==================== block 1
`config.mk`:
```
export PLATFORM = sky130hd
export DESIGN_NAME = i2s_dac_serializer
export DESIGN_NICKNAME = d
export VERILOG_FILES = /design/src/rtl/audio_pkg.sv /design/src/rtl/pin_edge_sync.sv /design/src/rtl/i2s_dac_serializer.sv
export SDC_FILE = /design/constraint.sdc
export NUM_CORES = 1
export LEC_CHECK = 0
export ABC_CLOCK_PERIOD_IN_PS = 1900
export CORE_ASPECT_RATIO = 0.9
export CORE_UTILIZATION = 45
export DETAILED_ROUTE_END_ITERATION = 12
export PLACE_DENSITY = 0.74
export SLEW_MARGIN = 0
export SYNTH_ARGS = -nofsm -noshare
export SYNTH_HDL_FRONTEND = slang
export SYNTH_SLANG_ARGS = --single-unit
```
`constraint.sdc`:
```
create_clock -name clk -period 1.9 [get_ports clk]
set_clock_uncertainty 0.05 [all_clocks]
set_input_delay 0.19 -clock clk [delete_from_list [all_inputs] [get_ports clk]]
set_output_delay 0.19 -clock clk [all_outputs]
set_load 0.01 [all_outputs]
```
`src/rtl/audio_pkg.sv`:
```
// audio_pkg: types and constants shared by the audio path (synthesizers,
// sample buffer, DAC serializer).
//   SAMPLE_W    : bits per channel word
//   CNT_W       : width of a counter that can hold 0..SAMPLE_W
//   sample_t    : signed two's complement channel word
//   ser_state_t : serializer framing state (SYNC until first left start)
package audio_pkg;

  localparam int SAMPLE_W = 24;
  localparam int CNT_W    = $clog2(SAMPLE_W + 1);

  typedef logic signed [SAMPLE_W-1:0] sample_t;

  typedef enum logic {
    SYNC = 1'b0,
    RUN  = 1'b1
  } ser_state_t;

  // Bit that goes on the wire next when shifting MSB first.
  function automatic logic sample_msb(input sample_t s);
    return s[SAMPLE_W-1];
  endfunction

endpackage

```
`src/rtl/pin_edge_sync.sv`:
```
// pin_edge_sync: brings an asynchronous pin into the clk domain through a
// SYNC_STAGES flop chain and flags its edges.
//   clk, rst_n : clock, synchronous active-low reset (clears the chain)
//   pin        : asynchronous input
//   level      : synchronized pin level
//   rise, fall : 1-clk pulses when the synchronized level changes
module pin_edge_sync #(
  parameter int SYNC_STAGES = 2
) (
  input  logic clk,
  input  logic rst_n,
  input  logic pin,
  output logic level,
  output logic rise,
  output logic fall
);

  logic [SYNC_STAGES-1:0] sync_r;
  logic                   prev_r;

  // Synchronizer chain plus one extra flop holding the previous level.
  always_ff @(posedge clk) begin
    if (!rst_n) begin
      sync_r <= '0;
      prev_r <= 1'b0;
    end else begin
      sync_r <= {sync_r[SYNC_STAGES-2:0], pin};
      prev_r <= sync_r[SYNC_STAGES-1];
    end
  end

  assign level = sync_r[SYNC_STAGES-1];
  assign rise  = sync_r[SYNC_STAGES-1] & ~prev_r;
  assign fall  = ~sync_r[SYNC_STAGES-1] & prev_r;

endmodule

```
`src/rtl/i2s_dac_serializer.sv`:
```
// i2s_dac_serializer: pops one stereo sample per LRCK frame from a FWFT
// sample buffer and shifts it out MSB first in I2S format (one BCLK of delay
// after each LRCK edge). The codec is bus master; BCLK and DACLRCK are
// oversampled in the clk domain.
//   clk, rst_n        : clock, synchronous active-low reset
//   aud_bclk          : codec bit clock (async)
//   aud_daclrck       : codec DAC LR clock (async), 0 = left, 1 = right
//   fifo_empty        : sample buffer empty
//   fifo_data_l/_r    : sample at buffer head
//   fifo_rd_en        : 1-clk pop pulse
//   aud_dacdat        : serial data to codec
//   frame_start       : 1-clk pulse at each left-channel start
//   underflow         : 1-clk pulse when a frame starts with the buffer empty
//   underflow_count   : saturating underflow event count
module i2s_dac_serializer
  import audio_pkg::*;
#(
  parameter int SYNC_STAGES = 2,
  parameter int UFLOW_W     = 16
) (
  input  logic                clk,
  input  logic                rst_n,
  input  logic                aud_bclk,
  input  logic                aud_daclrck,
  input  logic                fifo_empty,
  input  logic [SAMPLE_W-1:0] fifo_data_l,
  input  logic [SAMPLE_W-1:0] fifo_data_r,
  output logic                fifo_rd_en,
  output logic                aud_dacdat,
  output logic                frame_start,
  output logic                underflow,
  output logic [UFLOW_W-1:0]  underflow_count
);

  logic bclk_level_s, bclk_rise_s, bclk_fall_s;
  logic lr_level_s, lr_rise_s, lr_fall_s;

  pin_edge_sync #(.SYNC_STAGES(SYNC_STAGES)) u_bclk_sync (
    .clk   (clk),
    .rst_n (rst_n),
    .pin   (aud_bclk),
    .level (bclk_level_s),
    .rise  (bclk_rise_s),
    .fall  (bclk_fall_s)
  );

  pin_edge_sync #(.SYNC_STAGES(SYNC_STAGES)) u_lr_sync (
    .clk   (clk),
    .rst_n (rst_n),
    .pin   (aud_daclrck),
    .level (lr_level_s),
    .rise  (lr_rise_s),
    .fall  (lr_fall_s)
  );

  // LRCK is only meaningful at BCLK falls, so its own edge pulses are unused.
  logic unused_s;
  assign unused_s = &{1'b0, bclk_level_s, bclk_rise_s, lr_rise_s, lr_fall_s};

  ser_state_t         state_r, next_state_s;
  logic               lr_q_r;
  sample_t            shift_r;
  sample_t            right_hold_r;
  logic [CNT_W-1:0]   bit_cnt_r;
  logic               dacdat_r;
  logic               rd_en_r;
  logic               frame_start_r;
  logic               underflow_r;
  logic [UFLOW_W-1:0] uflow_cnt_r;

  logic lr_edge_s, left_start_s, right_start_s;

  // Framing state register.
  always_ff @(posedge clk) begin
    if (!rst_n) begin
      state_r <= SYNC;
    end else begin
      state_r <= next_state_s;
    end
  end

  // LRCK edge classification and next-state decode.
  always_comb begin
    next_state_s  = state_r;
    lr_edge_s     = 1'b0;
    left_start_s  = 1'b0;
    right_start_s = 1'b0;
    if (bclk_fall_s && (lr_level_s != lr_q_r)) begin
      lr_edge_s = 1'b1;
    end else begin
      lr_edge_s = 1'b0;
    end
    case (state_r)
      SYNC: begin
        // Right-channel edges are ignored until the first left start aligns us.
        if (lr_edge_s && !lr_level_s) begin
          next_state_s = RUN;
          left_start_s = 1'b1;
        end else begin
          next_state_s = SYNC;
        end
      end
      RUN: begin
        next_state_s = RUN;
        if (lr_edge_s && !lr_level_s) begin
          left_start_s = 1'b1;
        end else if (lr_edge_s) begin
          right_start_s = 1'b1;
        end else begin
          left_start_s  = 1'b0;
          right_start_s = 1'b0;
        end
      end
      default: begin
        next_state_s = SYNC;
      end
    endcase
  end

  // Sample fetch, shift register, bit counter and status outputs.
  always_ff @(posedge clk) begin
    if (!rst_n) begin
      lr_q_r        <= 1'b0;
      shift_r       <= '0;
      right_hold_r  <= '0;
      bit_cnt_r     <= '0;
      dacdat_r      <= 1'b0;
      rd_en_r       <= 1'b0;
      frame_start_r <= 1'b0;
      underflow_r   <= 1'b0;
      uflow_cnt_r   <= '0;
    end else begin
      rd_en_r       <= 1'b0;
      frame_start_r <= 1'b0;
      underflow_r   <= 1'b0;
      if (bclk_fall_s) begin
        lr_q_r <= lr_level_s;
      end
      if (left_start_s) begin
        // Delay slot: the bit under this BCLK is always 0, MSB follows.
        frame_start_r <= 1'b1;
        dacdat_r      <= 1'b0;
        bit_cnt_r     <= CNT_W'(SAMPLE_W);
        if (!fifo_empty) begin
          rd_en_r      <= 1'b1;
          shift_r      <= sample_t'(fifo_data_l);
          right_hold_r <= sample_t'(fifo_data_r);
        end else begin
          shift_r      <= '0;
          right_hold_r <= '0;
          underflow_r  <= 1'b1;
          if (uflow_cnt_r != {UFLOW_W{1'b1}}) begin
            uflow_cnt_r <= uflow_cnt_r + UFLOW_W'(1);
          end
        end
      end else if (right_start_s) begin
        shift_r   <= right_hold_r;
        dacdat_r  <= 1'b0;
        bit_cnt_r <= CNT_W'(SAMPLE_W);
      end else if (bclk_fall_s && (state_r == RUN)) begin
        // After the word is exhausted the line carries pad zeros.
        if (bit_cnt_r != '0) begin
          dacdat_r  <= sample_msb(shift_r);
          shift_r   <= {shift_r[SAMPLE_W-2:0], 1'b0};
          bit_cnt_r <= bit_cnt_r - CNT_W'(1);
        end else begin
          dacdat_r <= 1'b0;
        end
      end
    end
  end

  assign fifo_rd_en      = rd_en_r;
  assign aud_dacdat      = dacdat_r;
  assign frame_start     = frame_start_r;
  assign underflow       = underflow_r;
  assign underflow_count = uflow_cnt_r;

endmodule

```
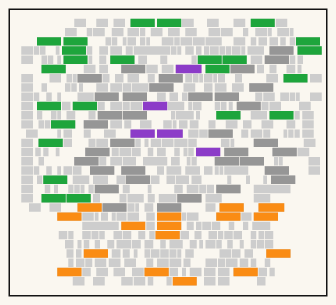
(block_1/flops_by_reg.png)
- purple: bit_cnt_r (sequential cells 5; where middle)
- green: right_hold_r (sequential cells 24)
- orange: underflow_count (sequential cells 16)

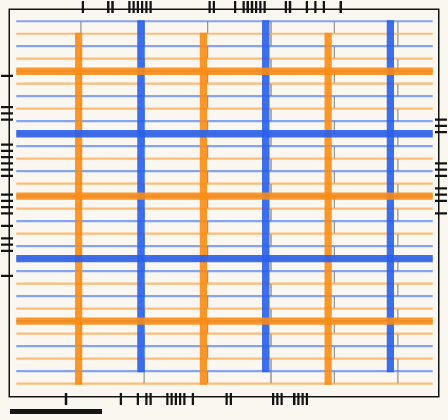
(block_1/power_grid.png)
Bar = 20 um. Pins as bars on the die edge. Tap cells in gray.
- orange: VSS
- blue: VDD
- met4 straps: 6
- rows: 29
- signal pins: 73
- tap cells: 93

-- timing repair --
action / 4_1_cts / 5_1_grt
setup buffers: 1 / 0
pin swaps: 3 / 2
hold buffers: 0 / 0
endpoints found under the setup margin: 26 / 31
gates resized: 5 / 10
gates cloned: 0 / 0
-- cell families after synthesis --
family | synth area share
AND/OR/NAND/NOR | 0.188
AND-OR/OR-AND | 0.198
flip-flops | 0.476
buffers and inverters | 0.0454
multiplexers | 0.0803
XOR/XNOR | 0.00521
adder cells (fa/ha/maj) | 0.00743
-- cell type report --
cell class                      count  area (um^2)  share of cell area
Inverter                            8         30.0             0.00653
Clock inverter                      6          115              0.0250
Tap cell                           93          116              0.0253
Multi-Input combinational cell    257         1650               0.359
Clock buffer                       10          138              0.0299
Timing Repair Buffer               98          941               0.205
Sequential cell                    80         1610               0.349
-- layer usage --
layer	vias to the layer above	wire length, um	share of wire	track usage
li1	1547	-	-	-
met1	1447	3850	0.48	0.307
met2	84	3750	0.46	0.336
met3	4	413	0.051	0.0610
met4	0	63	0.0078	0.0587
met5	-	0	0	0
-- report_power, final --
part           leakage (nW)  switching [mW]  internal (mW)
Clock                 0.123           0.625          0.915
Sequential            0.647         0.00290           1.68
Combinational         0.718          0.0672          0.112
==> impl_metrics.env <==
# physical design summary
export IMPL_status="completed"
export IMPL_path_cells="inv_1 -> ha_2 -> or3b_4 -> o21a_4 -> or3b_4 -> a211oi_2"
export IMPL_r2r_end="shift_r[0]"
export IMPL_areaGrowthSynthToFinish_pct=36.6
export IMPL_post_route_drc_count=0
export IMPL_hp_start="fifo_data_r[10]"
export IMPL_cts_buffers=9
export IMPL_crit_end="shift_r[0]"
export IMPL_clockBufferDepth=2
export IMPL_crit_fanout=3
export IMPL_post_dp_cell_area_um2=4290
export IMPL_postSynthSeqShare=0.476
export IMPL_yosysCellCount=375
export IMPL_lay_top_count="dfxtp_1"
export IMPL_fin_crit_ps=1830
export IMPL_cp_num_buf_inv=1
export IMPL_die_h_um=84.0
export IMPL_ir_drop_uv=398
export IMPL_vias=3082
export IMPL_cp_end_kind="register"
export IMPL_max_slew_margin=0.547

==================== block 2
==> block_2/sizes.png <==
Bar = 20 um.
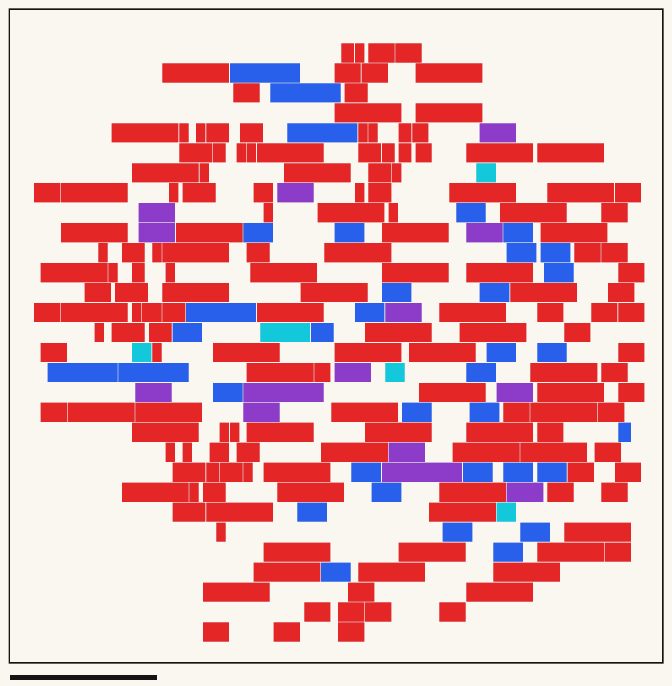
==> block_2/congestion.png <==
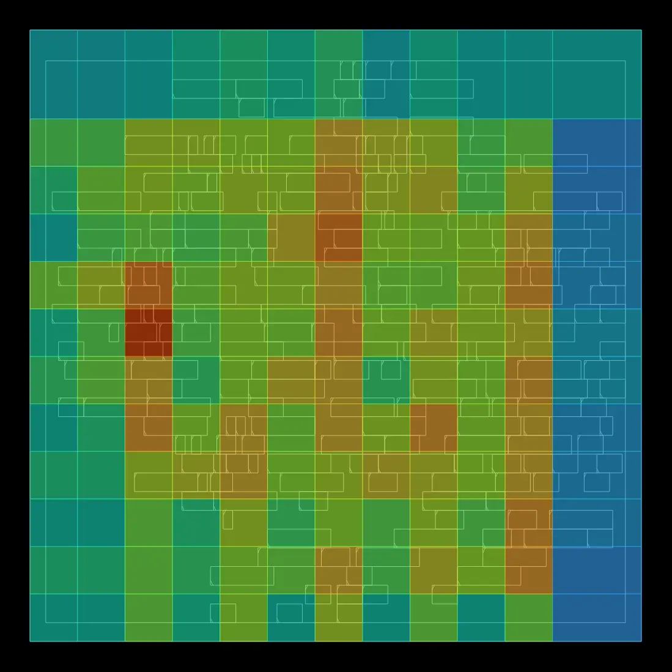
==> block_2/detail.png <==
Window x 54 to 79, y 10 to 35 um. Cells in gray, sequential cells in the stronger gray; small squares are vias.
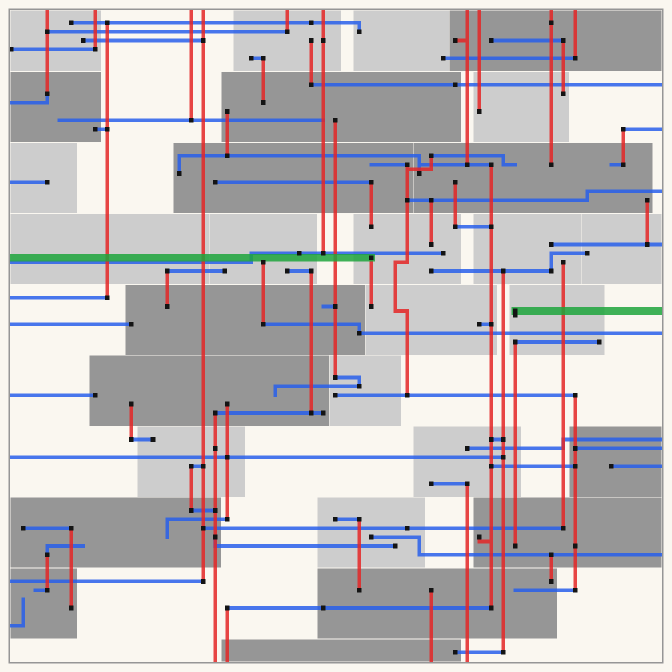
<file path="src/rtl/io_bus_frontend_pkg.sv">
// Shared constants and types for the IO-block bus front-end: filter defaults,
// strobe inactive levels and the glitch-filter counter type.
package io_bus_pkg;

  localparam int unsigned DEFAULT_FILTER_LEN = 2;
  localparam int unsigned CNT_W              = 4;

  localparam logic LE_IDLE  = 1'b0;
  localparam logic STB_IDLE = 1'b1;

  typedef logic [CNT_W-1:0] filt_cnt_t;

  typedef struct packed {
    logic le_lo;
    logic le_hi;
    logic web;
    logic oeb;
  } strobes_t;

  // Terminal count: filt flips on the cycle the counter already holds this value.
  function automatic filt_cnt_t filt_last(input int unsigned len);
    return filt_cnt_t'(len - 1);
  endfunction

endpackage

</file>
<file path="src/rtl/io_bus_frontend_if.sv">
// External bus pins plus the filtered strobes, data byte and latched address
// presented to the IO-block register slaves.
interface io_bus_frontend_if;

  logic        le_lo_pin;
  logic        le_hi_pin;
  logic        web_pin;
  logic        oeb_pin;
  logic [7:0]  bus_pins;

  logic        le_lo_act;
  logic        le_hi_act;
  logic        WEb_raw;
  logic        oe_act;
  logic [7:0]  bus_in;
  logic [15:0] addr;

  modport master (
    output le_lo_pin, le_hi_pin, web_pin, oeb_pin, bus_pins,
    input  le_lo_act, le_hi_act, WEb_raw, oe_act, bus_in, addr
  );

  modport slave (
    input  le_lo_pin, le_hi_pin, web_pin, oeb_pin, bus_pins,
    output le_lo_act, le_hi_act, WEb_raw, oe_act, bus_in, addr
  );

endinterface

</file>
<file path="src/rtl/io_bus_frontend_strobe_filter.sv">
// One asynchronous strobe: 2-FF synchronizer, persistence-count glitch filter
// and registered one-cycle pulses on filtered falling and rising edges.
module strobe_filter
  import io_bus_pkg::*;
#(
  parameter int unsigned FILTER_LEN = DEFAULT_FILTER_LEN,
  parameter logic        IDLE       = LE_IDLE
) (
  input  logic clk,
  input  logic rst_n,
  input  logic pin,
  output logic filt,
  output logic fall,
  output logic rise
);

  localparam filt_cnt_t LAST = filt_last(FILTER_LEN);

  logic      s1;
  logic      s2;
  logic      filt_d;
  filt_cnt_t cnt;

  always_ff @(posedge clk or negedge rst_n) begin
    if (!rst_n) begin
      s1     <= IDLE;
      s2     <= IDLE;
      cnt    <= '0;
      filt   <= IDLE;
      filt_d <= IDLE;
      fall   <= 1'b0;
      rise   <= 1'b0;
    end else begin
      s1     <= pin;
      s2     <= s1;
      filt_d <= filt;
      // Pulses compare the level one cycle old against the current one.
      fall   <= filt_d & ~filt;
      rise   <= ~filt_d & filt;
      if (s2 == filt) begin
        cnt <= '0;
      end else if (cnt == LAST) begin
        filt <= s2;
        cnt  <= '0;
      end else begin
        cnt <= cnt + 1'b1;
      end
    end
  end

endmodule

</file>
<file path="src/rtl/io_bus_frontend.sv">
// IO-block bus front-end: filters the four external strobes, synchronizes the
// data bus, holds the last valid byte and latches the 16-bit address.
module io_bus_frontend
  import io_bus_pkg::*;
#(
  parameter int unsigned FILTER_LEN = DEFAULT_FILTER_LEN
) (
  input  logic              wb_clk_i,
  input  logic              rst_n,
  io_bus_frontend_if.slave  bus
);

  strobes_t   filt;
  strobes_t   fall;
  strobes_t   rise;
  logic [7:0] d1;
  logic [7:0] d2;
  logic [7:0] hold;
  logic [7:0] addr_lo;
  logic [7:0] addr_hi;
  logic       unused_pulses;

  strobe_filter #(.FILTER_LEN(FILTER_LEN), .IDLE(LE_IDLE)) u_le_lo (
    .clk(wb_clk_i), .rst_n(rst_n), .pin(bus.le_lo_pin),
    .filt(filt.le_lo), .fall(fall.le_lo), .rise(rise.le_lo)
  );

  strobe_filter #(.FILTER_LEN(FILTER_LEN), .IDLE(LE_IDLE)) u_le_hi (
    .clk(wb_clk_i), .rst_n(rst_n), .pin(bus.le_hi_pin),
    .filt(filt.le_hi), .fall(fall.le_hi), .rise(rise.le_hi)
  );

  strobe_filter #(.FILTER_LEN(FILTER_LEN), .IDLE(STB_IDLE)) u_web (
    .clk(wb_clk_i), .rst_n(rst_n), .pin(bus.web_pin),
    .filt(filt.web), .fall(fall.web), .rise(rise.web)
  );

  strobe_filter #(.FILTER_LEN(FILTER_LEN), .IDLE(STB_IDLE)) u_oeb (
    .clk(wb_clk_i), .rst_n(rst_n), .pin(bus.oeb_pin),
    .filt(filt.oeb), .fall(fall.oeb), .rise(rise.oeb)
  );

  // Hold tracks the bus while any latch/write strobe is active, so the byte
  // seen on the last active cycle is what the address latch picks up.
  always_ff @(posedge wb_clk_i or negedge rst_n) begin
    if (!rst_n) begin
      d1      <= '0;
      d2      <= '0;
      hold    <= '0;
      addr_lo <= '0;
      addr_hi <= '0;
    end else begin
      d1 <= bus.bus_pins;
      d2 <= d1;
      if (filt.le_lo | filt.le_hi | ~filt.web) begin
        hold <= d2;
      end
      if (fall.le_lo) begin
        addr_lo <= hold;
      end
      if (fall.le_hi) begin
        addr_hi <= hold;
      end
    end
  end

  assign bus.le_lo_act = fall.le_lo;
  assign bus.le_hi_act = fall.le_hi;
  assign bus.WEb_raw   = filt.web;
  assign bus.oe_act    = ~filt.oeb;
  assign bus.bus_in    = hold;
  assign bus.addr      = {addr_hi, addr_lo};

  assign unused_pulses = ^{fall.web, fall.oeb, rise};

endmodule

</file>
<file path="src/flat_wrapper.sv">
// flat-port wrapper written by rule: the top's interface ports become plain ports
module io_bus_frontend_flat import io_bus_pkg::*;
#(
  parameter int unsigned FILTER_LEN = DEFAULT_FILTER_LEN
)
  (wb_clk_i, rst_n, bus_le_lo_pin, bus_le_hi_pin, bus_web_pin, bus_oeb_pin, bus_bus_pins, bus_le_lo_act, bus_le_hi_act, bus_WEb_raw, bus_oe_act, bus_bus_in, bus_addr);
  io_bus_frontend_if bus_i ();
  input  logic wb_clk_i;
  input  logic rst_n;
  input wire logic [$bits(bus_i.le_lo_pin)-1:0] bus_le_lo_pin;
  input wire logic [$bits(bus_i.le_hi_pin)-1:0] bus_le_hi_pin;
  input wire logic [$bits(bus_i.web_pin)-1:0] bus_web_pin;
  input wire logic [$bits(bus_i.oeb_pin)-1:0] bus_oeb_pin;
  input wire logic [$bits(bus_i.bus_pins)-1:0] bus_bus_pins;
  output wire logic [$bits(bus_i.le_lo_act)-1:0] bus_le_lo_act;
  output wire logic [$bits(bus_i.le_hi_act)-1:0] bus_le_hi_act;
  output wire logic [$bits(bus_i.WEb_raw)-1:0] bus_WEb_raw;
  output wire logic [$bits(bus_i.oe_act)-1:0] bus_oe_act;
  output wire logic [$bits(bus_i.bus_in)-1:0] bus_bus_in;
  output wire logic [$bits(bus_i.addr)-1:0] bus_addr;
  assign bus_i.le_lo_pin = bus_le_lo_pin;
  assign bus_i.le_hi_pin = bus_le_hi_pin;
  assign bus_i.web_pin = bus_web_pin;
  assign bus_i.oeb_pin = bus_oeb_pin;
  assign bus_i.bus_pins = bus_bus_pins;
  assign bus_le_lo_act = bus_i.le_lo_act;
  assign bus_le_hi_act = bus_i.le_hi_act;
  assign bus_WEb_raw = bus_i.WEb_raw;
  assign bus_oe_act = bus_i.oe_act;
  assign bus_bus_in = bus_i.bus_in;
  assign bus_addr = bus_i.addr;
  io_bus_frontend #(.FILTER_LEN(FILTER_LEN)) u_core (.wb_clk_i(wb_clk_i), .rst_n(rst_n), .bus(bus_i));
endmodule
</file>
<file path="config.mk">
export PLATFORM = sky130hd
export DESIGN_NAME = io_bus_frontend_flat
export DESIGN_NICKNAME = d
export VERILOG_FILES = /design/src/rtl/io_bus_frontend_pkg.sv /design/src/rtl/io_bus_frontend_if.sv /design/src/rtl/io_bus_frontend_strobe_filter.sv /design/src/rtl/io_bus_frontend.sv /design/src/flat_wrapper.sv
export SDC_FILE = /design/constraint.sdc
export NUM_CORES = 1
export LEC_CHECK = 0
export ABC_CLOCK_PERIOD_IN_PS = 2750
export CORE_MARGIN = 2
export CORE_UTILIZATION = 35
export DETAILED_ROUTE_END_ITERATION = 12
export SLEW_MARGIN = 40
export SYNTH_ARGS = -nofsm -noshare
export SYNTH_HDL_FRONTEND = slang
export SYNTH_SLANG_ARGS = --single-unit
</file>
<file path="constraint.sdc">
create_clock -name wb_clk_i -period 2.75 [get_ports wb_clk_i]
set_input_delay 0.55 -clock wb_clk_i [delete_from_list [all_inputs] [get_ports wb_clk_i]]
set_output_delay 0.55 -clock wb_clk_i [all_outputs]
set_load 0.005 [all_outputs]
</file>
==> impl_metrics.env <==
# physical design summary
export IMPL_worstSetupStartpoint="u_core.u_le_lo.fall"
export IMPL_fin_crit_ps=2080
export IMPL_yosysCellCount=162
export IMPL_syn_avg_cell_area_um2=15.5
export IMPL_die_h_um=88.8
export IMPL_worstMarginPinSlew_ps=511
export IMPL_hold_ws_ps=132
export IMPL_setup_viol=0
export IMPL_compound_area_frac=0.0149
export IMPL_p_int_mw=2.60
export IMPL_clkPwrFrac=0.270
export IMPL_status="completed"
export IMPL_ant_nets=0
export IMPL_holdCritPathClass="in2async"
export IMPL_fmax_ghz=0.480
export IMPL_ys_flops=72
export IMPL_dieWidth_um=88.8
export IMPL_route_met3_wl_um=284
export IMPL_track_usage=0.114
export IMPL_ios=42
export IMPL_startpoint_type="register"
export IMPL_switchingPower_mw=0.919
export IMPL_reg2regPathDepth=2
export IMPL_post_route_drc_count=0
export IMPL_clockBufferDepth=2
export IMPL_cts_buffers=9
export IMPL_xor_share=0.0417
export IMPL_pwr_share_seq=0.459
export IMPL_max_slew_margin=0.659
## Picture notes: block_2/sizes.png
- red: _0 and _1 cells (cells 165; share 75%; most used dfrtp_1)
- purple: _6 and larger (cells 14; share 6.4%; most used clkbuf_8)
- cyan: _3 and _4 cells (cells 5; share 2.3%)
- blue: _2 cells (cells 35; share 16%; most used mux2_2)

## Picture notes: block_2/congestion.png
met2 Track Usage GR: 0.161
met3 usage: 0.0541
M1 GR Usage: 0.142

## Picture notes: block_2/detail.png
- green: metal 3
- red: metal 2
- blue: metal 1
- cells with their middle in the window: 25
- netlist names of flops here include: u_core.addr_hi (3), u_core.addr_lo (2), u_core.d1 (2)
- most frequent: dfrtp_1 (9), mux2_2 (8), clkdlybuf4s50_1 (4)
- sequential cells in the window: 9

[power groups by stage]
| stage | logic (mW) | clock network (mW) | registers, mW |
|---|---|---|---|
| after floorplan | 0.521 | 0 | 1.57 |
| after global placement | 0.955 | 0 | 1.65 |
| after detailed placement | 0.975 | 0 | 1.65 |
| after CTS | 0.979 | 0.982 | 1.63 |
| after global routing | 1.07 | 1.03 | 1.67 |
| final | 0.957 | 0.951 | 1.62 |
[worst min-delay path by stage]
stage          cells past startpoint                end              start
3_5_place_dp                       0  u_core.u_le_lo.s2  u_core.u_le_lo.s1
5_1_grt                            1  u_core.addr_lo[0]              rst_n
4_1_cts                            1  u_core.addr_lo[0]              rst_n
2_1_floorplan                      0  u_core.addr_hi[0]              rst_n
6_report                           1  u_core.addr_lo[0]              rst_n
3_3_place_gp                       0       u_core.d2[0]       u_core.d1[0]
[final cells by class]
class	count	area, um^2	area share
inverters	4	15.0	0.00457
multi-input cells	84	683	0.208
flip-flops and latches	72	1810	0.550
clock buffers	12	165	0.0502
repair buffers	43	420	0.128
well taps	96	120	0.0365
clock inverters	4	75.1	0.0228


==> notes/layouts.md <==
Pictures saved along the way, in no particular order.

Routed metal, one color a layer.
Only two layers are drawn.
shot_01.png
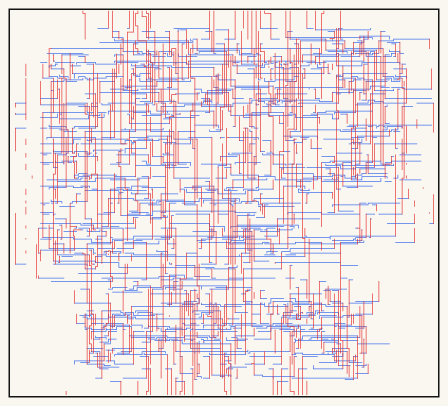
shot_02.png
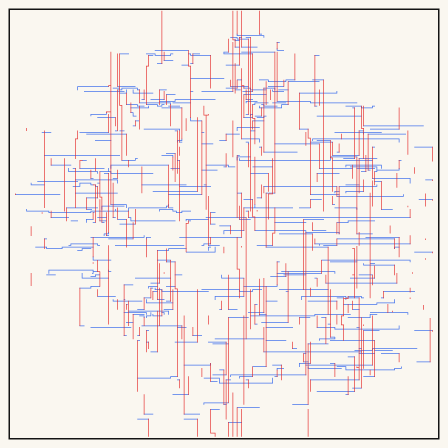
- shot_01.png = block 1
- shot_02.png = block 2
- most wire: shot_01.png

No activity file was given, so power comes from the tool's default toggle rates.
